==================== alu_operand_stage
Fig. 1: alu_operand_stage, congestion heat map
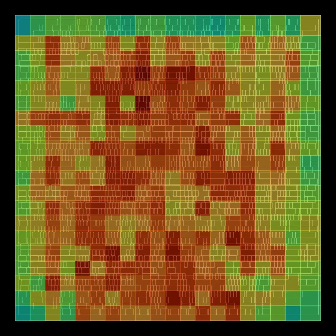

===== config.mk =====
export PLATFORM = sky130hd
export DESIGN_NAME = alu_operand_stage
export DESIGN_NICKNAME = d
export VERILOG_FILES = /design/src/rtl/alu_operand_stage.sv
export SDC_FILE = /design/constraint.sdc
export NUM_CORES = 1
export LEC_CHECK = 0
export ABC_AREA = 1
export CORE_UTILIZATION = 50
export DETAILED_ROUTE_END_ITERATION = 10
export GPL_TIMING_DRIVEN = 0
export PLACE_DENSITY = 0.84
export SYNTH_ARGS = -nofsm -noshare
export SYNTH_HDL_FRONTEND = slang
export SYNTH_SLANG_ARGS = --single-unit

===== constraint.sdc =====
create_clock -name clk -period 11.3 [get_ports clk]
set_input_delay 3.39 -clock clk [delete_from_list [all_inputs] [get_ports clk]]
set_output_delay 3.39 -clock clk [all_outputs]
set_load 0.03 [all_outputs]

===== src/rtl/alu_operand_stage.sv =====
// ALU operand stage: resolves MEM/WB forwarding at accept time and buffers
// registered a/b/funct/sa operands in a two-entry skid buffer for the ALU.
package selector;
  typedef enum logic [3:0] {
    ALU_AND, ALU_OR, ALU_XOR, ALU_NOR, ALU_ADD, ALU_SUB, ALU_SLT, ALU_SLTU,
    ALU_SLL, ALU_SRL, ALU_SRA, ALU_LUI
  } alu_function;
endpackage

module alu_operand_stage #(
  parameter  int N     = 32,
  parameter  int REG_W = 5,
  localparam int SA_W  = $clog2(N)
) (
  input  logic                  clk,
  input  logic                  reset,
  input  logic                  flush,
  input  logic                  in_valid,
  output logic                  in_ready,
  input  logic [REG_W-1:0]      in_rs_id,
  input  logic [REG_W-1:0]      in_rt_id,
  input  logic [N-1:0]          in_rs_val,
  input  logic [N-1:0]          in_rt_val,
  input  logic                  in_use_imm,
  input  logic [N-1:0]          in_imm,
  input  selector::alu_function in_funct,
  input  logic [SA_W-1:0]       in_shamt,
  input  logic                  in_sa_from_rs,
  input  logic [REG_W-1:0]      in_dest,
  input  logic                  in_dest_we,
  input  logic                  fwd_mem_we,
  input  logic                  fwd_wb_we,
  input  logic [REG_W-1:0]      fwd_mem_id,
  input  logic [REG_W-1:0]      fwd_wb_id,
  input  logic [N-1:0]          fwd_mem_val,
  input  logic [N-1:0]          fwd_wb_val,
  output logic                  out_valid,
  input  logic                  out_ready,
  output logic [N-1:0]          out_a,
  output logic [N-1:0]          out_b,
  output selector::alu_function out_funct,
  output logic [SA_W-1:0]       out_sa,
  output logic [REG_W-1:0]      out_dest,
  output logic                  out_dest_we
);

  typedef struct packed {
    logic [N-1:0]          a;
    logic [N-1:0]          b;
    selector::alu_function funct;
    logic [SA_W-1:0]       sa;
    logic [REG_W-1:0]      dest;
    logic                  dest_we;
  } entry_t;

  typedef enum logic [1:0] {EMPTY, ONE, FULL} state_t;

  localparam entry_t ENTRY_RST = '{a: '0, b: '0, funct: selector::ALU_AND,
                                   sa: '0, dest: '0, dest_we: 1'b0};

  state_t       state;
  entry_t       main_q;
  entry_t       skid_q;
  entry_t       in_entry;
  logic [N-1:0] rs_fwd;
  logic [N-1:0] rt_fwd;
  logic         accept;
  logic         pop;

  assign accept = in_valid & in_ready;
  assign pop    = out_valid & out_ready;

  // Register 0 is hardwired, so it never takes a bypass value.
  always_comb begin
    rs_fwd = in_rs_val;
    rt_fwd = in_rt_val;
    if (in_rs_id != '0) begin
      if (fwd_mem_we && (fwd_mem_id == in_rs_id))
        rs_fwd = fwd_mem_val;
      else if (fwd_wb_we && (fwd_wb_id == in_rs_id))
        rs_fwd = fwd_wb_val;
    end
    if (in_rt_id != '0) begin
      if (fwd_mem_we && (fwd_mem_id == in_rt_id))
        rt_fwd = fwd_mem_val;
      else if (fwd_wb_we && (fwd_wb_id == in_rt_id))
        rt_fwd = fwd_wb_val;
    end
    in_entry.a       = rs_fwd;
    in_entry.b       = in_use_imm ? in_imm : rt_fwd;
    in_entry.funct   = in_funct;
    in_entry.sa      = in_sa_from_rs ? rs_fwd[SA_W-1:0] : in_shamt;
    in_entry.dest    = in_dest;
    in_entry.dest_we = in_dest_we;
  end

  // in_ready and out_valid are flops tracking state, so out_ready never
  // reaches in_ready combinationally.
  always_ff @(posedge clk or posedge reset) begin
    if (reset) begin
      state     <= EMPTY;
      in_ready  <= 1'b1;
      out_valid <= 1'b0;
      main_q    <= ENTRY_RST;
      skid_q    <= ENTRY_RST;
    end else if (flush) begin
      state     <= EMPTY;
      in_ready  <= 1'b1;
      out_valid <= 1'b0;
    end else begin
      case (state)
        EMPTY: begin
          if (accept) begin
            main_q    <= in_entry;
            state     <= ONE;
            out_valid <= 1'b1;
          end
        end
        ONE: begin
          if (accept && !pop) begin
            skid_q   <= in_entry;
            state    <= FULL;
            in_ready <= 1'b0;
          end else if (accept && pop) begin
            main_q <= in_entry;
          end else if (pop) begin
            state     <= EMPTY;
            out_valid <= 1'b0;
          end
        end
        FULL: begin
          if (pop) begin
            main_q   <= skid_q;
            state    <= ONE;
            in_ready <= 1'b1;
          end
        end
        default: begin
          state     <= EMPTY;
          in_ready  <= 1'b1;
          out_valid <= 1'b0;
        end
      endcase
    end
  end

  assign out_a       = main_q.a;
  assign out_b       = main_q.b;
  assign out_funct   = main_q.funct;
  assign out_sa      = main_q.sa;
  assign out_dest    = main_q.dest;
  assign out_dest_we = main_q.dest_we;

endmodule

==================== pe_result_drain
File: config.mk
export PLATFORM = sky130hd
export DESIGN_NAME = pe_result_drain
export DESIGN_NICKNAME = d
export VERILOG_FILES = /design/src/rtl/pe_result_drain.sv
export SDC_FILE = /design/constraint.sdc
export NUM_CORES = 1
export LEC_CHECK = 0
export ABC_AREA = 0
export CAP_MARGIN = 0
export CORE_UTILIZATION = 59
export CTS_CLUSTER_DIAMETER = 150
export DETAILED_ROUTE_END_ITERATION = 6
export GPL_ROUTABILITY_DRIVEN = 1
export PLACE_DENSITY = 0.88
export SLEW_MARGIN = 20
export SYNTH_ARGS = -nofsm -noshare
export SYNTH_HDL_FRONTEND = slang
export SYNTH_SLANG_ARGS = --single-unit
File: constraint.sdc
create_clock -name clk -period 3.7 [get_ports clk]
set_input_delay 0.74 -clock clk [delete_from_list [all_inputs] [get_ports clk]]
set_output_delay 0.74 -clock clk [all_outputs]
set_load 0.01 [all_outputs]
File: src/rtl/pe_result_drain.sv
// Clears a PE column, captures each PE result at its skewed completion cycle, then streams the words out (valid/ready, stalls hold data).
// Start-to-done is 2+(k_len+NUM_PE)+NUM_PE cycles minimum; optional DRAIN_RELU_EN zeroes negative words on capture.
module pe_result_drain #(
  parameter int DWIDTH    = 8,
  parameter int NUM_PE    = 4,
  parameter int CNT_WIDTH = 8
) (
  input  logic                     clk,
  input  logic                     reset,
  input  logic                     start,
  input  logic [CNT_WIDTH-1:0]     k_len,
  input  logic [NUM_PE*DWIDTH-1:0] pe_out_c,
  output logic                     pe_clear,
  output logic                     busy,
  output logic [DWIDTH-1:0]        out_data,
  output logic                     out_valid,
  input  logic                     out_ready,
  output logic                     out_last,
  output logic                     done
);

  localparam int CW = CNT_WIDTH + 1;
  localparam int RW = (NUM_PE > 1) ? $clog2(NUM_PE) : 1;

  typedef enum logic [1:0] {IDLE, CLEAR, ACCUM, SEND} state_t;

  state_t            state;
  logic [CW-1:0]     c;
  logic [CW-1:0]     k_q;
  logic [RW-1:0]     r;
  logic [RW-1:0]     r_inc;
  logic              last_cap;
  logic [DWIDTH-1:0] res_buf [NUM_PE];
  logic [DWIDTH-1:0] buf_nxt [NUM_PE];
  logic [DWIDTH-1:0] word    [NUM_PE];

  // PE i finishes i cycles after PE 0 because of the systolic skew.
  always_comb begin
    for (int i = 0; i < NUM_PE; i++) begin
      word[i] = pe_out_c[i*DWIDTH +: DWIDTH];
`ifdef DRAIN_RELU_EN
      if (word[i][DWIDTH-1]) word[i] = '0;
`endif
      buf_nxt[i] = res_buf[i];
      if (state == ACCUM && c == k_q + CW'(i)) buf_nxt[i] = word[i];
    end
  end

  assign last_cap = (c == k_q + CW'(NUM_PE - 1));
  assign r_inc    = r + RW'(1);

  always_ff @(posedge clk or negedge reset) begin
    if (!reset) begin
      state     <= IDLE;
      c         <= '0;
      k_q       <= '0;
      r         <= '0;
      pe_clear  <= 1'b0;
      busy      <= 1'b0;
      out_data  <= '0;
      out_valid <= 1'b0;
      out_last  <= 1'b0;
      done      <= 1'b0;
      for (int i = 0; i < NUM_PE; i++) res_buf[i] <= '0;
    end else begin
      done     <= 1'b0;
      pe_clear <= 1'b0;
      for (int i = 0; i < NUM_PE; i++) res_buf[i] <= buf_nxt[i];
      case (state)
        IDLE: begin
          if (start) begin
            k_q      <= {1'b0, k_len};
            state    <= CLEAR;
            pe_clear <= 1'b1;
            busy     <= 1'b1;
          end
        end
        CLEAR: begin
          c     <= '0;
          state <= ACCUM;
        end
        ACCUM: begin
          c <= c + CW'(1);
          if (last_cap) begin
            // buf_nxt[0] covers NUM_PE==1, where the capture lands on this same edge.
            state     <= SEND;
            r         <= '0;
            out_valid <= 1'b1;
            out_data  <= buf_nxt[0];
            out_last  <= (NUM_PE == 1);
          end
        end
        SEND: begin
          if (out_ready) begin
            if (r == RW'(NUM_PE - 1)) begin
              state     <= IDLE;
              out_valid <= 1'b0;
              out_last  <= 1'b0;
              out_data  <= '0;
              busy      <= 1'b0;
              done      <= 1'b1;
            end else begin
              r        <= r_inc;
              out_data <= res_buf[r_inc];
              out_last <= (r_inc == RW'(NUM_PE - 1));
            end
          end
        end
        default: state <= IDLE;
      endcase
    end
  end

endmodule

==================== gpr_wb_arbiter_flat
==> src/rtl/gpr_wb_arbiter_if.sv <==
// Writeback bus between the NUM_REQ writeback sources and the arbiter,
// including the register file write port the arbiter drives.
// master: the requester side (drives valid/index/data, observes ready and
//         the register file port).
// slave:  the arbiter side.
interface gpr_wb_arbiter_if #(
    parameter int NUM_REQ    = 3,
    parameter int ADDR_WIDTH = 5,
    parameter int DATA_WIDTH = 32
);
    // Per-requester handshake, payloads packed requester i at [i*W +: W]
    logic [NUM_REQ-1:0]            req_valid;
    logic [NUM_REQ*ADDR_WIDTH-1:0] req_rdn;
    logic [NUM_REQ*DATA_WIDTH-1:0] req_rdd;
    logic [NUM_REQ-1:0]            req_ready;

    // Register file write port
    logic                          wbe;
    logic [ADDR_WIDTH-1:0]         rdn;
    logic [DATA_WIDTH-1:0]         rdd;

    modport master (
        output req_valid,
        output req_rdn,
        output req_rdd,
        input  req_ready,
        input  wbe,
        input  rdn,
        input  rdd
    );

    modport slave (
        input  req_valid,
        input  req_rdn,
        input  req_rdd,
        output req_ready,
        output wbe,
        output rdn,
        output rdd
    );
endinterface

==> src/rtl/gpr_wb_arbiter.sv <==
// Shares the single GPR file write port between NUM_REQ writeback sources.
// One-hot grant is combinational from req_valid and the priority pointer;
// the accepted payload is registered and drives the register file directly,
// giving one cycle of latency and one accept per cycle.
// A saturating counter records cycles with contention (>= 2 valid requests).
//
// Build option: define GPR_WB_FIXED_PRIO_EN to replace round-robin with
// fixed priority (lowest index wins); the priority pointer is then removed.
module gpr_wb_arbiter #(
    parameter int DATA_WIDTH = 32,
    parameter int ADDR_WIDTH = 5,
    parameter int NUM_REQ    = 3,
    parameter int CNT_WIDTH  = 16,
    localparam int IDX_W     = $clog2(NUM_REQ)
) (
    input  logic                 clk,
    input  logic                 rstn_h,
    gpr_wb_arbiter_if.slave      wb_if,
    output logic [IDX_W-1:0]     grant_idx,
    input  logic                 clr_cnt,
    output logic [CNT_WIDTH-1:0] stall_cnt
);

    // ------------------------------------------------------------------
    // Unpacked views of the per-requester payloads
    // ------------------------------------------------------------------
    logic [ADDR_WIDTH-1:0] req_rdn_arr [NUM_REQ];
    logic [DATA_WIDTH-1:0] req_rdd_arr [NUM_REQ];

    genvar gi;
    generate
        for (gi = 0; gi < NUM_REQ; gi++) begin : g_unpack
            assign req_rdn_arr[gi] = wb_if.req_rdn[gi*ADDR_WIDTH +: ADDR_WIDTH];
            assign req_rdd_arr[gi] = wb_if.req_rdd[gi*DATA_WIDTH +: DATA_WIDTH];
        end
    endgenerate

    // ------------------------------------------------------------------
    // State
    // ------------------------------------------------------------------
    logic                  wbe_q,       wbe_d;
    logic [ADDR_WIDTH-1:0] rdn_q,       rdn_d;
    logic [DATA_WIDTH-1:0] rdd_q,       rdd_d;
    logic [IDX_W-1:0]      grant_idx_q, grant_idx_d;
    logic [CNT_WIDTH-1:0]  stall_cnt_q, stall_cnt_d;
`ifndef GPR_WB_FIXED_PRIO_EN
    logic [IDX_W-1:0]      ptr_q,       ptr_d;
    logic [IDX_W:0]        rr_sum;
`endif

    // Arbitration results
    logic                  gnt_any;
    logic [IDX_W-1:0]      gnt_idx;
    logic [NUM_REQ-1:0]    gnt_oh;
    logic [IDX_W:0]        valid_cnt;
    logic                  contention;

    // ------------------------------------------------------------------
    // Arbiter: pick the first valid requester at or above the pointer
    // (round-robin) or the lowest valid index (fixed priority). The search
    // runs from the farthest candidate toward the nearest so the nearest
    // valid one is the last to be written and therefore wins.
    // ------------------------------------------------------------------
    always_comb begin
        gnt_any = 1'b0;
        gnt_idx = '0;
        gnt_oh  = '0;
`ifdef GPR_WB_FIXED_PRIO_EN
        for (int k = NUM_REQ - 1; k >= 0; k--) begin
            if (wb_if.req_valid[k]) begin
                gnt_any = 1'b1;
                gnt_idx = IDX_W'(k);
            end
        end
`else
        rr_sum = '0;
        for (int k = NUM_REQ - 1; k >= 0; k--) begin
            rr_sum = {1'b0, ptr_q} + (IDX_W+1)'(k);
            if (rr_sum >= (IDX_W+1)'(NUM_REQ)) begin
                rr_sum = rr_sum - (IDX_W+1)'(NUM_REQ);
            end
            if (wb_if.req_valid[rr_sum[IDX_W-1:0]]) begin
                gnt_any = 1'b1;
                gnt_idx = rr_sum[IDX_W-1:0];
            end
        end
`endif
        // No grants are issued while the block is held in reset
        if (!rstn_h) begin
            gnt_any = 1'b0;
        end
        if (gnt_any) begin
            gnt_oh[gnt_idx] = 1'b1;
        end
    end

    assign wb_if.req_ready = gnt_oh;

    // Contention detect: two or more requesters valid in the same cycle
    always_comb begin
        valid_cnt = '0;
        for (int k = 0; k < NUM_REQ; k++) begin
            valid_cnt = valid_cnt + (IDX_W+1)'(wb_if.req_valid[k]);
        end
        contention = (valid_cnt >= (IDX_W+1)'(2));
    end

    // ------------------------------------------------------------------
    // Next-state: output register, pointer and contention counter
    // ------------------------------------------------------------------
    always_comb begin
        wbe_d       = 1'b0;
        rdn_d       = rdn_q;
        rdd_d       = rdd_q;
        grant_idx_d = grant_idx_q;
        stall_cnt_d = stall_cnt_q;
`ifndef GPR_WB_FIXED_PRIO_EN
        ptr_d       = ptr_q;
`endif

        if (gnt_any) begin
            // x0 writes complete the handshake but never reach the file
            rdn_d       = req_rdn_arr[gnt_idx];
            rdd_d       = req_rdd_arr[gnt_idx];
            wbe_d       = (req_rdn_arr[gnt_idx] != '0);
            grant_idx_d = gnt_idx;
`ifndef GPR_WB_FIXED_PRIO_EN
            if (gnt_idx == IDX_W'(NUM_REQ - 1)) begin
                ptr_d = '0;
            end else begin
                ptr_d = gnt_idx + IDX_W'(1);
            end
`endif
        end

        // Clear wins over increment; increment saturates at all ones
        if (clr_cnt) begin
            stall_cnt_d = '0;
        end else if (contention && (stall_cnt_q != {CNT_WIDTH{1'b1}})) begin
            stall_cnt_d = stall_cnt_q + CNT_WIDTH'(1);
        end
    end

    // State registers with asynchronous active-low reset
    always_ff @(posedge clk or negedge rstn_h) begin
        if (!rstn_h) begin
            wbe_q       <= 1'b0;
            rdn_q       <= '0;
            rdd_q       <= '0;
            grant_idx_q <= '0;
            stall_cnt_q <= '0;
`ifndef GPR_WB_FIXED_PRIO_EN
            ptr_q       <= '0;
`endif
        end else begin
            wbe_q       <= wbe_d;
            rdn_q       <= rdn_d;
            rdd_q       <= rdd_d;
            grant_idx_q <= grant_idx_d;
            stall_cnt_q <= stall_cnt_d;
`ifndef GPR_WB_FIXED_PRIO_EN
            ptr_q       <= ptr_d;
`endif
        end
    end

    assign wb_if.wbe = wbe_q;
    assign wb_if.rdn = rdn_q;
    assign wb_if.rdd = rdd_q;
    assign grant_idx = grant_idx_q;
    assign stall_cnt = stall_cnt_q;

endmodule

==> src/flat_wrapper.sv <==
// flat-port wrapper written by rule: the top's interface ports become plain ports
module gpr_wb_arbiter_flat 
#(
    parameter int DATA_WIDTH = 32,
    parameter int ADDR_WIDTH = 5,
    parameter int NUM_REQ    = 3,
    parameter int CNT_WIDTH  = 16,
    localparam int IDX_W     = $clog2(NUM_REQ)
)
  (clk, rstn_h, grant_idx, clr_cnt, stall_cnt, wb_if_req_valid, wb_if_req_rdn, wb_if_req_rdd, wb_if_req_ready, wb_if_wbe, wb_if_rdn, wb_if_rdd);
  gpr_wb_arbiter_if #(.NUM_REQ(NUM_REQ), .ADDR_WIDTH(ADDR_WIDTH), .DATA_WIDTH(DATA_WIDTH)) wb_if_i ();
  input  logic clk;
  input  logic rstn_h;
  output logic [IDX_W-1:0] grant_idx;
  input  logic clr_cnt;
  output logic [CNT_WIDTH-1:0] stall_cnt;
  input wire logic [$bits(wb_if_i.req_valid)-1:0] wb_if_req_valid;
  input wire logic [$bits(wb_if_i.req_rdn)-1:0] wb_if_req_rdn;
  input wire logic [$bits(wb_if_i.req_rdd)-1:0] wb_if_req_rdd;
  output wire logic [$bits(wb_if_i.req_ready)-1:0] wb_if_req_ready;
  output wire logic [$bits(wb_if_i.wbe)-1:0] wb_if_wbe;
  output wire logic [$bits(wb_if_i.rdn)-1:0] wb_if_rdn;
  output wire logic [$bits(wb_if_i.rdd)-1:0] wb_if_rdd;
  assign wb_if_i.req_valid = wb_if_req_valid;
  assign wb_if_i.req_rdn = wb_if_req_rdn;
  assign wb_if_i.req_rdd = wb_if_req_rdd;
  assign wb_if_req_ready = wb_if_i.req_ready;
  assign wb_if_wbe = wb_if_i.wbe;
  assign wb_if_rdn = wb_if_i.rdn;
  assign wb_if_rdd = wb_if_i.rdd;
  gpr_wb_arbiter #(.DATA_WIDTH(DATA_WIDTH), .ADDR_WIDTH(ADDR_WIDTH), .NUM_REQ(NUM_REQ), .CNT_WIDTH(CNT_WIDTH)) u_core (.clk(clk), .rstn_h(rstn_h), .wb_if(wb_if_i), .grant_idx(grant_idx), .clr_cnt(clr_cnt), .stall_cnt(stall_cnt));
endmodule
==> config.mk <==
export PLATFORM = sky130hd
export DESIGN_NAME = gpr_wb_arbiter_flat
export DESIGN_NICKNAME = d
export VERILOG_FILES = /design/src/rtl/gpr_wb_arbiter_if.sv /design/src/rtl/gpr_wb_arbiter.sv /design/src/flat_wrapper.sv
export SDC_FILE = /design/constraint.sdc
export NUM_CORES = 1
export LEC_CHECK = 0
export CAP_MARGIN = 25
export CELL_PAD_IN_SITES_DETAIL_PLACEMENT = 0
export CELL_PAD_IN_SITES_GLOBAL_PLACEMENT = 1
export CORE_ASPECT_RATIO = 1.1
export CORE_MARGIN = 5
export CORE_UTILIZATION = 31
export DETAILED_ROUTE_END_ITERATION = 10
export HOLD_SLACK_MARGIN = 0.03
export PLACE_DENSITY_LB_ADDON = 0.25
export SYNTH_ARGS = -nofsm -noshare
export SYNTH_HDL_FRONTEND = slang
export SYNTH_SLANG_ARGS = --single-unit
==> constraint.sdc <==
create_clock -name clk -period 5.24 [get_ports clk]
set_input_delay 0.786 -clock clk [delete_from_list [all_inputs] [get_ports clk]]
set_output_delay 0.786 -clock clk [all_outputs]
set_load 0.01 [all_outputs]
==================== mem_bus_arbiter
$ cat src/rtl/mem_bus_arbiter.sv
// Two-port (instruction fetch / data) arbiter for the single CPU memory bus.
// Each access runs IDLE -> ACCESS -> WAIT x WAIT_CYCLES -> RESP. The core is stalled until its ack arrives.
module mem_bus_arbiter #(
    parameter int AW          = 32,
    parameter int DW          = 32,
    parameter int WAIT_CYCLES = 1,
    parameter int MAX_CONSEC  = 4
) (
    input  logic              clk,
    input  logic              reset_n,
    input  logic              if_req,
    input  logic [AW-1:0]     if_addr,
    output logic              if_ack,
    output logic [DW-1:0]     if_rdata,
    input  logic              d_req,
    input  logic              d_we,
    input  logic [AW-1:0]     d_addr,
    input  logic [DW-1:0]     d_wdata,
    input  logic [DW/8-1:0]   d_be,
    output logic              d_ack,
    output logic [DW-1:0]     d_rdata,
    output logic              mem_en,
    output logic              mem_we,
    output logic [AW-1:0]     mem_addr,
    output logic [DW-1:0]     mem_wdata,
    output logic [DW/8-1:0]   mem_be,
    input  logic [DW-1:0]     mem_rdata,
    output logic              mem_src,
    output logic              stall,
    output logic              busy
);

    localparam int         BW     = DW / 8;
    localparam logic [3:0] WAIT_C = 4'(WAIT_CYCLES);
    localparam logic [3:0] MAX_C  = 4'(MAX_CONSEC);

    typedef enum logic [1:0] {IDLE, ACCESS, WAIT, RESP} state_t;

    state_t          state_q;
    logic [3:0]      consec_q, consec_d;
    logic [3:0]      wcnt_q;
    logic            src_q, we_q;
    logic            mem_en_q, mem_we_q;
    logic [AW-1:0]   addr_q;
    logic [DW-1:0]   wdata_q;
    logic [BW-1:0]   be_q;
    logic            if_ack_q, d_ack_q;
    logic [DW-1:0]   if_rdata_q, d_rdata_q;
    logic            gnt_data;
    logic            resp_d;

    always_comb begin
        gnt_data = d_req & (~if_req | (consec_q != MAX_C));
        consec_d = consec_q;
        if (gnt_data) begin
            // Only contended data grants count toward the fetch-starvation limit
            if (if_req && (consec_q < MAX_C)) consec_d = consec_q + 4'd1;
        end else if (if_req) begin
            consec_d = '0;
        end
        resp_d = ((state_q == ACCESS) && (WAIT_CYCLES == 0)) ||
                 ((state_q == WAIT) && (wcnt_q <= 4'd1));
    end

    always_ff @(posedge clk or negedge reset_n) begin
        if (!reset_n) begin
            state_q    <= IDLE;
            consec_q   <= '0;
            wcnt_q     <= '0;
            src_q      <= 1'b0;
            we_q       <= 1'b0;
            mem_en_q   <= 1'b0;
            mem_we_q   <= 1'b0;
            addr_q     <= '0;
            wdata_q    <= '0;
            be_q       <= '0;
            if_ack_q   <= 1'b0;
            d_ack_q    <= 1'b0;
            if_rdata_q <= '0;
            d_rdata_q  <= '0;
        end else begin
            if_ack_q <= 1'b0;
            d_ack_q  <= 1'b0;
            case (state_q)
                IDLE: begin
                    if (if_req || d_req) begin
                        state_q  <= ACCESS;
                        consec_q <= consec_d;
                        src_q    <= gnt_data;
                        we_q     <= gnt_data & d_we;
                        mem_en_q <= 1'b1;
                        mem_we_q <= gnt_data & d_we;
                        if (gnt_data) begin
                            addr_q  <= d_addr;
                            wdata_q <= d_wdata;
                            be_q    <= d_be;
                        end else begin
                            addr_q <= if_addr;
                            be_q   <= '1;
                        end
                    end
                end
                ACCESS: begin
                    mem_we_q <= 1'b0;
                    if (!resp_d) begin
                        wcnt_q  <= WAIT_C;
                        state_q <= WAIT;
                    end
                end
                WAIT: begin
                    if (!resp_d) wcnt_q <= wcnt_q - 4'd1;
                end
                RESP: state_q <= IDLE;
                default: state_q <= IDLE;
            endcase
            // Shared exit from ACCESS (no wait states) or the last WAIT cycle
            if (resp_d) begin
                state_q  <= RESP;
                mem_en_q <= 1'b0;
                wcnt_q   <= '0;
                if (src_q) d_ack_q  <= 1'b1;
                else       if_ack_q <= 1'b1;
                if (!we_q) begin
                    if (src_q) d_rdata_q  <= mem_rdata;
                    else       if_rdata_q <= mem_rdata;
                end
            end
        end
    end

    assign if_ack    = if_ack_q;
    assign d_ack     = d_ack_q;
    assign if_rdata  = if_rdata_q;
    assign d_rdata   = d_rdata_q;
    assign mem_en    = mem_en_q;
    assign mem_we    = mem_we_q;
    assign mem_addr  = addr_q;
    assign mem_wdata = wdata_q;
    assign mem_be    = be_q;
    assign mem_src   = src_q;
    assign busy      = (state_q != IDLE);
    assign stall     = reset_n & ((if_req & ~if_ack_q) | (d_req & ~d_ack_q));

endmodule
$ cat config.mk
export PLATFORM = sky130hd
export DESIGN_NAME = mem_bus_arbiter
export DESIGN_NICKNAME = d
export VERILOG_FILES = /design/src/rtl/mem_bus_arbiter.sv
export SDC_FILE = /design/constraint.sdc
export NUM_CORES = 1
export LEC_CHECK = 0
export ABC_AREA = 1
export CORE_MARGIN = 2
export CORE_UTILIZATION = 43
export DETAILED_ROUTE_END_ITERATION = 16
export PLACE_DENSITY = 0.79
export SYNTH_ARGS = -nofsm -noshare
export SYNTH_HDL_FRONTEND = slang
export SYNTH_SLANG_ARGS = --single-unit
$ cat constraint.sdc
create_clock -name clk -period 2 [get_ports clk]
set_input_delay 0.4 -clock clk [delete_from_list [all_inputs] [get_ports clk]]
set_output_delay 0.4 -clock clk [all_outputs]
set_load 0.01 [all_outputs]
Fig. 2: pe_result_drain, wiring by layer
Scale bar: 20 um. Two of the layers only.
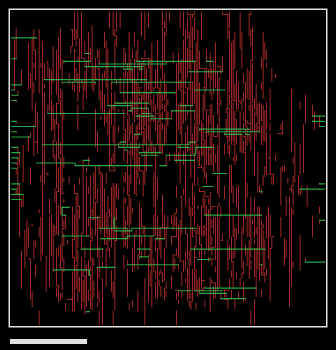
Green is met3, wire length 607 um. Red is met2, wire length 4600 um.

==> results_slide.txt, pe_result_drain <==
Synthesis and Place & Route Summary

Route
  • Top routing layer used: met4
  • Routed Wire Length: 9.665 mm

Critical path
  • Number of buffers and inverters on the critical path: 0
  • Largest fanout of any net on the critical path: 14
  • Most common cell on crit path: sky130_fd_sc_hd__a221oi_2

Finish
  • Registers: 66
  • Multi-input combinational area share: 42.94%
  • Clock tree buffer count of the final layout: 11

Timing
  • Unrepaired setup endpoints after global routing: false
  • Minimum clock period: 3.089 ns
  • Worst-case setup margin in the final layout: 0.6110 ns
  • Hold Slack: 0.3454 ns

Global route
  • Most heavily used metal layer in global routing: met2

Status
  • Run status: finished clean

Clock tree
  • Clock tree from TritonCTS: done
  • H-tree levels: 3

Yosys
  • Chip area in the Yosys report: 0.003815 sq mm
  • Synth unique cells: 57
  • Number of warning messages in the yosys log: 0
==> pe_result_drain: cell families (layout without fill, tap and decap cells) <==
logic type,Yosys count,in the layout,share of synthesized area (%)
AND-OR/OR-AND,75,75,16.01
XOR/XNOR,21,21,5.182
adder cells (fa/ha/maj),10,10,3.280
buffers and inverters,44,97,5.444
flip-flops,66,66,43.29
multiplexers,47,47,16.20
AND/OR/NAND/NOR,80,80,10.59
==> pe_result_drain: power breakdown <==
group	internal, mW	switching (mW)	total [mW]	leakage [nW]
Clock	0.328	0.293	0.620	0.0958
Combinational	0.878	0.897	1.78	0.967
Sequential	1.03	0.357	1.39	0.787
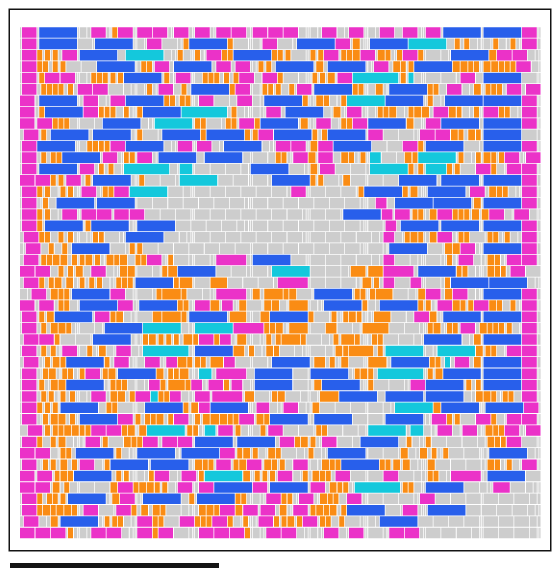
Fig. 3. Placement by cell class (mem_bus_arbiter).
Scale bar: 50 um. Fill, decap, tap and diode cells in gray.
Blue is flip-flops, cells 148, share of their area 37%. Orange is all other logic, cells 623, share of their area 27%. Magenta is other buffers and delay cells, cells 299, share of their area 30%. Cyan is clock drivers and dummy loads, cells 32, share of their area 6.6%.

Fig. 4: mem_bus_arbiter, cell area per tile
13 x 13 tiles, from black (low) to pale yellow (high), 0 to 100% covered.
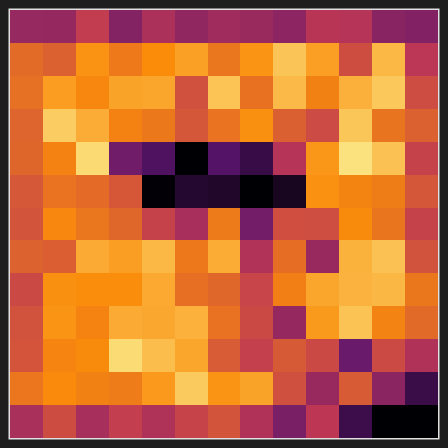
The mean over all tiles is 61%. 3.0% of the tiles are nearly empty. 28% of the tiles are over 75% full. The emptiest ninth of the die: center. The fullest tile reaches 94%.
share of the core filled by cells before placement: 44.13%
core region area: 0.01526 sq mm
Core Util, Final: 68.13%

==> results_slide.txt, mem_bus_arbiter <==
Synthesis and Place & Route Summary

Critical path
  • Crit path DRT: 1.60 ns
  • Slack of the worst reg-to-reg path: 0.29 ns
  • Number of buffers and inverters on the critical path: 3
  • CP cell instances: clkdlybuf4s50_1 -> inv_2 -> o22ai_1 -> and2_1 -> dlygate4sd2_1
  • Launching element type of the critical path: primary input

Power
  • Comb pwr share: 45.0%
  • Clock network power consumption: 3.66 mW
  • Comb group: 7.37 mW

Yosys
  • Post-Synthesis Net Count: 959
  • Compound Share, Synth: 1.524%
  • Most area-hungry cell type in the Yosys netlist: sky130_fd_sc_hd__dfrtp_1

Timing
  • Tightest slew margin relative to the limit: 39.26%

Route
  • Total length of routed met2 wires: 9.462 mm
  • Antenna viol nets, final: 0

Finish
  • Highest-count logic cell in the final layout: sky130_fd_sc_hd__nand2_1

Clock tree
  • Number of hold-repair buffers added at the cts stage: 0
  • Clock tree from TritonCTS: done
  • Clock transition time at the flip-flop clock pins of the worst setup and hold paths: 0.06 ns
  • Largest buffer count on any clock path: 2

Place
  • Placed Instances: 1281

Global route
  • Most heavily used metal layer in global routing: met2
  • GRT met2 Usage: 40.25%

Job
  • Number of max-capacitance violations reported: 0

Status
  • Run status: finished clean
[mem_bus_arbiter: registers in the layout (all words and copies together) (netlist names), 2 cells and up]
name,cells
consec_q,4
d_rdata,32
if_rdata,32
mem_addr,32
mem_be,4
mem_wdata,32
state_q,2
wcnt_q,4
[mem_bus_arbiter: repair_timing]
| action | 4_1_cts | 5_1_grt |
|---|---|---|
| gates resized | 2 | 1 |
| setup endpoints to repair | 2 | 1 |
| hold endpoints to repair | 0 | 0 |
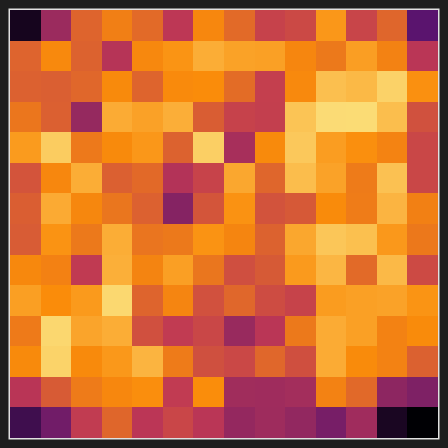
Fig. 5. Cell area per tile (alu_operand_stage).
14 x 14 tiles, from black (low) to pale yellow (high), 0 to 100% covered.
32% of the tiles are over 75% full. The mean over all tiles is 66%. 0.50% of the tiles are nearly empty. The fullest tile reaches 92%.

About Fig. 1:
met1 Use GR: 46.86%
Core Util, Final: 71.07%
GRT met2 Usage: 59.29%
total global routing track utilization: 36.33%

==> results_slide.txt, alu_operand_stage <==
Synthesis and Place & Route Summary

Status
  • Run status: finished clean

Yosys
  • Fraction of synthesis flops using an asynchronous set or reset pin: 100.0%
  • Mux share of post-synthesis cell area: 0%
  • Most area-hungry cell type in the Yosys netlist: sky130_fd_sc_hd__dfrtp_1
  • Most repeated cell in the gate-level netlist after synthesis: sky130_fd_sc_hd__nand2_1
  • Arithmetic-cell share of the synthesized area counting full adders, half adders and majority gates: 0%

Route
  • Routed via count divided by cell count: 5.440
  • Total length of routed met2 wires: 16.33 mm
  • First-iteration detailed-routing DRC count: 1131

Floorplanning
  • Number of standard-cell rows in the floorplan: 50

Finish
  • Filler cells: 1593
  • Plain + repair buffers: 372
  • Number of multi-input combinational cells: 1092
  • Leading cell types in the layout, fill and taps excluded: 571 x sky130_fd_sc_hd__nand2_1, 284 x sky130_fd_sc_hd__clkdlybuf4s50_1, 204 x sky130_fd_sc_hd__nor2_1
  • Registers: 162

Clock tree
  • Post-CTS Repair Setup Buffers: 0
  • H-tree levels: 4

Job
  • Total tool warning count: 26
  • Number of max-capacitance violations reported: 0

Timing
  • Upper clock frequency limit: 188.1 MHz
  • Final tally of setup violations: 0
  • Unrepaired setup endpoints after global routing: false

Power
  • Worst voltage drop across the vdd grid: 142.0 uV
-- alu_operand_stage: critical path, stage by stage --
cell                              delay [ns]
sky130_fd_sc_hd__clkdlybuf4s50_1        0.52
sky130_fd_sc_hd__nor4_1                 0.72
sky130_fd_sc_hd__inv_1                  0.12
sky130_fd_sc_hd__nand2_2                0.18
sky130_fd_sc_hd__buf_2                  0.25
sky130_fd_sc_hd__nand2_1                0.07
sky130_fd_sc_hd__nand3_1                0.14
sky130_fd_sc_hd__nand3_1                0.10
sky130_fd_sc_hd__nand2_1                0.10
sky130_fd_sc_hd__nand2_1                0.05
Fig. 6: gpr_wb_arbiter_flat, congestion heat map
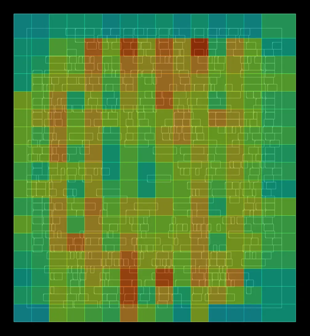
total global routing track utilization: 15.58%
met3 usage in global routing: 4.196%
average wire per cell in the routed design: 15.28 um
Core Util, Final: 51.20%
met1 Use GR: 18.50%

==> results_slide.txt, gpr_wb_arbiter_flat <==
Synthesis and Place & Route Summary

Timing
  • Minimum clock period: 3.987 ns
  • Final Max Slew Viols: 0
  • Post-Route Skew: 0.003874 ns
  • Crit share post-route: 76.08%

Finish
  • Multi-input combinational area share: 32.57%
  • Flip-flop count of the largest register after layout: 32
  • Clock tree buffer count of the final layout: 12
  • Signed area change from the synthesized netlist to the final layout: 62.77%
  • Dominant class by area: multi-input combinational cells

Global route
  • Largest net degree at the start of global routing: 63
  • Congestion Overflow GR: 0

Route
  • Detailed Routing Iterations Pass 1: 4

Critical path
  • WS Path Type: in -> out
  • Type of destination of the critical path: primary output
  • Critical path capture point: wb_if_req_ready[0]
  • CP cell instances: clkdlybuf4s50_1 -> mux2_2 -> nor2_1 -> a21oi_1 -> o41ai_4 -> buf_4 -> nand2b_1 -> nor2b_1 -> clkdlybuf4s50_1
  • Reg-to-reg endpoint: u_core.wb_if.wbe

Place
  • Port Buffers: 175
  • Cell area after placement: 0.005249 sq mm

Status
  • Run status: finished clean

Hold path
  • Hold/Removal Path Class: reg -> reg

Floorplanning
  • Count of pins on the block boundary: 176
  • Die boundary height: 119.9 um
## gpr_wb_arbiter_flat: power groups by stage
stage / Sequential, mW / Clock [mW] / Combinational, mW
5_1_grt: 0.727 / 0.609 / 1.58
3_3_place_gp: 0.705 / 0 / 1.44
2_1_floorplan: 0.780 / 0 / 0.814
3_5_place_dp: 0.710 / 0 / 1.46
6_report: 0.704 / 0.565 / 1.44
4_1_cts: 0.706 / 0.585 / 1.47
## gpr_wb_arbiter_flat: per-layer routing
layer  up-vias  track usage (%)
met1      1461            18.50
li1       1613                -
met5         -                0
met2       101            26.25
met3        12            4.196
met4         0            6.313

==> layout pictures side by side <==
Sequential cells grouped by signal name.
picture 1
Scale bar: 20 um. Other sequential cells in the stronger gray, the rest of the logic in the fainter gray.
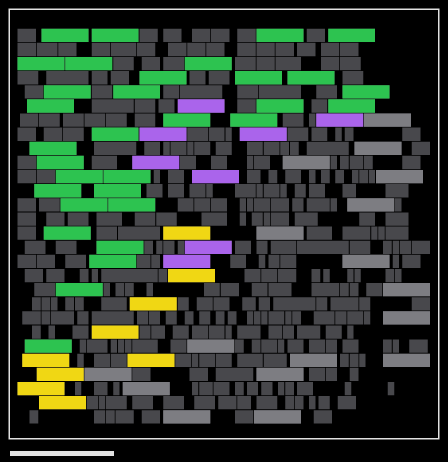
picture 2
Scale bar: 50 um. Other sequential cells in the stronger gray, the rest of the logic in the fainter gray.
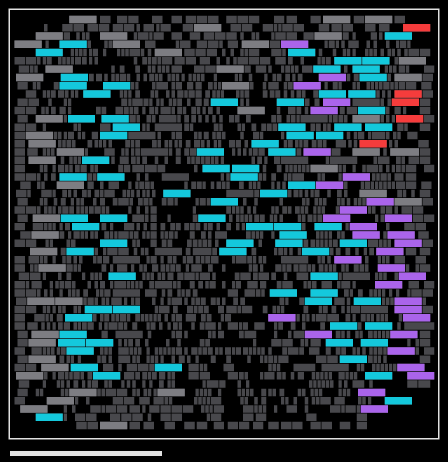
picture 3
Scale bar: 20 um. Other sequential cells in the stronger gray, the rest of the logic in the fainter gray.
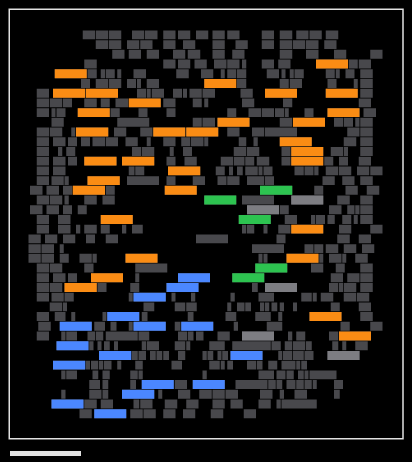
picture 4
Scale bar: 50 um. Other sequential cells in the stronger gray, the rest of the logic in the fainter gray.
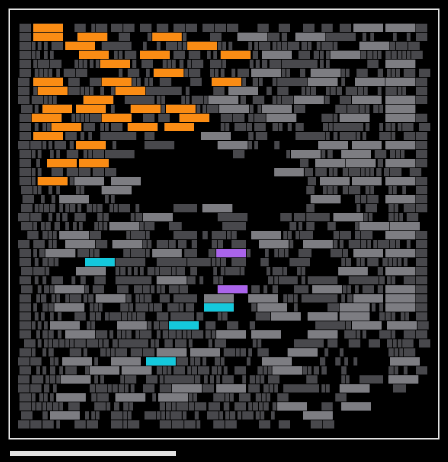
For alu_operand_stage, see picture 2.
For pe_result_drain, see picture 1.
For gpr_wb_arbiter_flat, see picture 3.
For mem_bus_arbiter, see picture 4.
- fewest cells: picture 1
- most cells: picture 2


==================== apb_decoder
Fig. 7: apb_decoder, pin placement
Scale bar: 20 um. Pins as bars across the die edge, other pins in gray.
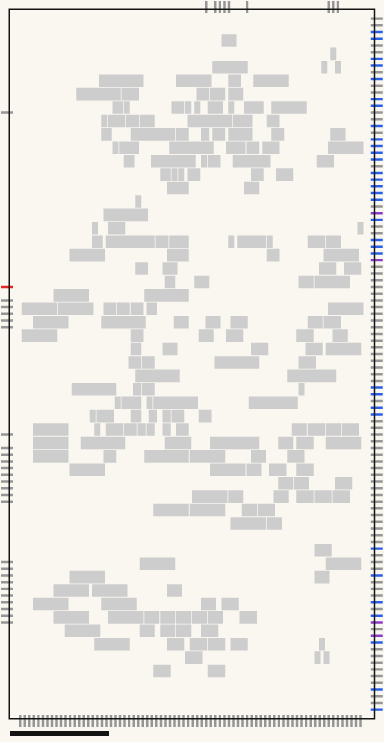
[config.mk]
export PLATFORM = sky130hd
export DESIGN_NAME = apb_decoder
export DESIGN_NICKNAME = d
export VERILOG_FILES = /design/src/rtl/apb_decoder.sv
export SDC_FILE = /design/constraint.sdc
export NUM_CORES = 1
export LEC_CHECK = 0
export CAP_MARGIN = 30
export CELL_PAD_IN_SITES_DETAIL_PLACEMENT = 0
export CELL_PAD_IN_SITES_GLOBAL_PLACEMENT = 1
export CORE_ASPECT_RATIO = 2
export CORE_MARGIN = 2
export CORE_UTILIZATION = 10
export DETAILED_ROUTE_END_ITERATION = 7
export PLACE_DENSITY_LB_ADDON = 0.05
export RECOVER_POWER = 50
export SYNTH_ARGS = -nofsm -noshare
export SYNTH_HDL_FRONTEND = slang
export SYNTH_SLANG_ARGS = --single-unit
[constraint.sdc]
create_clock -name clk -period 2.9 [get_ports clk]
set_clock_uncertainty 0.15 [all_clocks]
set_input_delay 0.87 -clock clk [delete_from_list [all_inputs] [get_ports clk]]
set_output_delay 0.87 -clock clk [all_outputs]
set_load 0.1 [all_outputs]
[src/rtl/apb_decoder.sv]
// rtl/apb_decoder.sv - APB address decoder/interconnect, one master to NumPorts slaves
// Base/mask window decode (lowest index wins), local error completion for misses, access watchdog.
module apb_decoder #(
    parameter int NumPorts      = 4,
    parameter int AddrBits      = 32,
    parameter int DataBits      = 32,
    parameter logic [NumPorts*AddrBits-1:0] PortBase = '0,
    parameter logic [NumPorts*AddrBits-1:0] PortMask = '0,
    parameter int TimeoutCycles = 256
) (
    input  logic                         clk,
    input  logic                         rst,
    input  logic [AddrBits-1:0]          slv_paddr,
    input  logic                         slv_psel,
    input  logic                         slv_penable,
    output logic                         slv_pready,
    output logic [DataBits-1:0]          slv_prdata,
    output logic                         slv_pslverr,
    output logic [NumPorts-1:0]          mst_psel,
    output logic [NumPorts-1:0]          mst_penable,
    input  logic [NumPorts-1:0]          mst_pready,
    input  logic [NumPorts*DataBits-1:0] mst_prdata,
    input  logic [NumPorts-1:0]          mst_pslverr,
    output logic                         err_unmapped,
    output logic                         err_timeout
);

    localparam int PortW = (NumPorts > 1) ? $clog2(NumPorts) : 1;
    localparam int CntW  = (TimeoutCycles > 0) ? $clog2(TimeoutCycles + 1) : 1;
    localparam bit WdogEn = (TimeoutCycles > 0);
    localparam logic [CntW-1:0] CntLast = CntW'((TimeoutCycles > 0) ? TimeoutCycles - 1 : 0);
    localparam logic [CntW-1:0] CntMax  = '1;

    localparam logic [1:0] IDLE   = 2'd0;
    localparam logic [1:0] ACCESS = 2'd1;
    localparam logic [1:0] UNMAP  = 2'd2;

    logic [1:0]          state;
    logic [PortW-1:0]    port_q;
    logic [CntW-1:0]     cnt;

    logic                hit;
    logic [PortW-1:0]    dec_port;
    logic                sel_ready;
    logic                sel_err;
    logic [DataBits-1:0] sel_rdata;
    logic                stalled;
    logic                wdog_fire;

    // Scan from the top down so the lowest matching index is the one left standing.
    always_comb begin
        hit      = 1'b0;
        dec_port = '0;
        for (int i = NumPorts - 1; i >= 0; i--) begin
            if ((slv_paddr & PortMask[i*AddrBits +: AddrBits]) ==
                (PortBase[i*AddrBits +: AddrBits] & PortMask[i*AddrBits +: AddrBits])) begin
                hit      = 1'b1;
                dec_port = PortW'(i);
            end
        end
    end

    assign sel_ready = mst_pready[port_q];
    assign sel_err   = mst_pslverr[port_q];
    assign sel_rdata = mst_prdata[port_q*DataBits +: DataBits];

    assign stalled   = (state == ACCESS) && slv_psel && slv_penable && !sel_ready;
    // A slave that becomes ready on the final cycle still wins over the watchdog.
    assign wdog_fire = WdogEn && stalled && (cnt == CntLast);

    always_comb begin
        mst_psel    = '0;
        mst_penable = '0;
        slv_pready  = 1'b0;
        slv_prdata  = '0;
        slv_pslverr = 1'b0;
        if (!rst) begin
            case (state)
                IDLE: begin
                    if (slv_psel && hit) begin
                        mst_psel[dec_port] = 1'b1;
                    end
                end
                ACCESS: begin
                    mst_psel[port_q]    = slv_psel;
                    mst_penable[port_q] = slv_penable;
                    if (wdog_fire) begin
                        slv_pready  = 1'b1;
                        slv_pslverr = 1'b1;
                    end else begin
                        slv_pready  = sel_ready;
                        slv_prdata  = sel_rdata;
                        slv_pslverr = sel_err & sel_ready;
                    end
                end
                UNMAP: begin
                    slv_pready  = slv_penable;
                    slv_pslverr = slv_penable;
                end
                default: begin
                    slv_pready = 1'b0;
                end
            endcase
        end
    end

    always_ff @(posedge clk or posedge rst) begin
        if (rst) begin
            state        <= IDLE;
            port_q       <= '0;
            cnt          <= '0;
            err_unmapped <= 1'b0;
            err_timeout  <= 1'b0;
        end else begin
            err_unmapped <= 1'b0;
            err_timeout  <= 1'b0;
            case (state)
                IDLE: begin
                    if (slv_psel && !slv_penable) begin
                        port_q <= dec_port;
                        cnt    <= '0;
                        state  <= hit ? ACCESS : UNMAP;
                    end
                end
                ACCESS: begin
                    if (!slv_psel) begin
                        state <= IDLE;
                    end else begin
                        if (slv_penable && slv_pready) begin
                            state       <= IDLE;
                            err_timeout <= wdog_fire;
                        end
                        if (WdogEn && stalled && (cnt != CntMax)) begin
                            cnt <= cnt + CntW'(1);
                        end
                    end
                end
                UNMAP: begin
                    if (!slv_psel) begin
                        state <= IDLE;
                    end else if (slv_penable) begin
                        state        <= IDLE;
                        err_unmapped <= 1'b1;
                    end
                end
                default: begin
                    state <= IDLE;
                end
            endcase
        end
    end

endmodule

==> results_slide.txt <==
Synthesis and Place & Route Summary

Status
  • Run status: complete, but fails checks
  • Violated checks: setup timing

Floorplanning
  • Die boundary height: 143.5 um
  • Floorplan die width: 73.77 um

Power
  • Reported sequential group power: 0.170 mW

Yosys
  • Most frequently used flop master after synthesis: sky130_fd_sc_hd__dfrtp_1
  • Chip area in the Yosys report: 973.4 sq um

Critical path
  • Crit path DRT: 1.88 ns
  • Highest-delay cell along the critical path: sky130_fd_sc_hd__dfrtp_1
  • Largest delay share family, worst path: simple AND/OR/NAND/NOR gates
  • Critical path capture point: slv_prdata[28]
  • Number of buffers and inverters on the critical path: 3

Global route
  • Number of antenna violations at the first check in global routing: 0

Timing
  • Final Max Slew Viols: 0
  • Worst-case setup margin in the final layout: -0.4168 ns
  • Unrepaired setup endpoints after global routing: true
  • Final tally of setup violations: 33

Route
  • Antenna viol nets, final: 0

Finish
  • Multi-input combinational area share: 28.94%

Clock tree
  • Cts bufs inserted: 3

Place
  • GPL Wtd Cong: 0.6787
## Picture notes: Fig. 7
Blue is `slv_paddr`, pins 32, direction input, edge right. Red is `slv_pslverr`, pins 1, direction output, edge left. Purple is `mst_pready`, pins 4, direction input, edge right.
All pins by edge: 104 right, 76 bottom, 27 left, 9 top.

==> stage by stage <==
step	utilization, %	TNS, ns	area [sq um]	setup slack, ns	hold WS, ns
after floorplan	-	-2.102	1125	-0.08219	0.3099
after global placement	25.09	-11.73	2417	-0.4419	0.3838
after detailed placement	25.09	-11.89	2417	-0.4302	0.3930
after CTS	27.91	-12.92	2689	-0.4039	0.4110
after global routing	27.81	-15.45	2680	-0.4986	0.4418
final	27.81	-12.52	2680	-0.4168	0.4069
==> state kept, by name (all words and copies together) (netlist names) <==
register,count
cnt,9
err_timeout,1
state,1


==> gallery <==
Cell area per tile.
(a)
8 x 8 tiles, from black (low) to pale yellow (high), 0 to 100% covered.
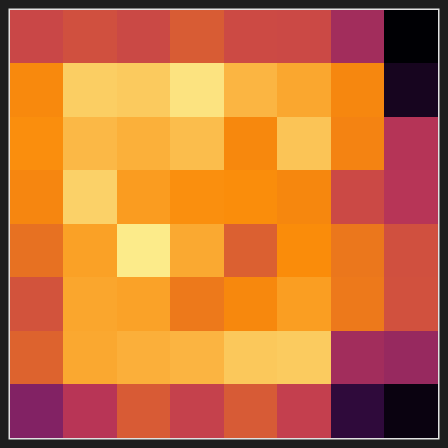
(b)
11 x 12 tiles, from black (low) to pale yellow (high), 0 to 100% covered.
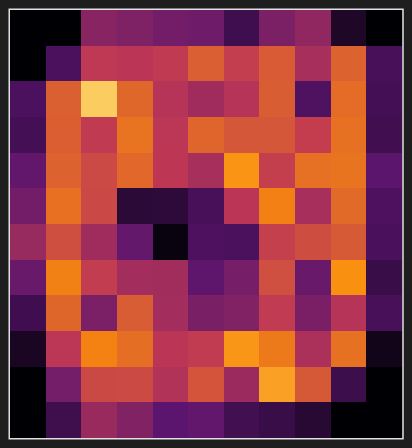
(c)
7 x 14 tiles, from black (low) to pale yellow (high), 0 to 100% covered.
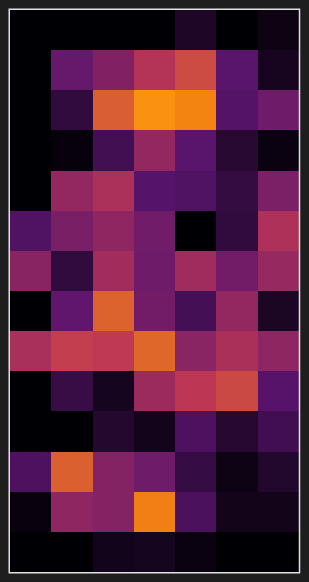
- highest utilization: (a)
- lowest utilization: (c)
(b) comes from gpr_wb_arbiter_flat.
(a) comes from pe_result_drain.
(c) comes from apb_decoder.

Power is estimated from default activity; no workload was simulated.
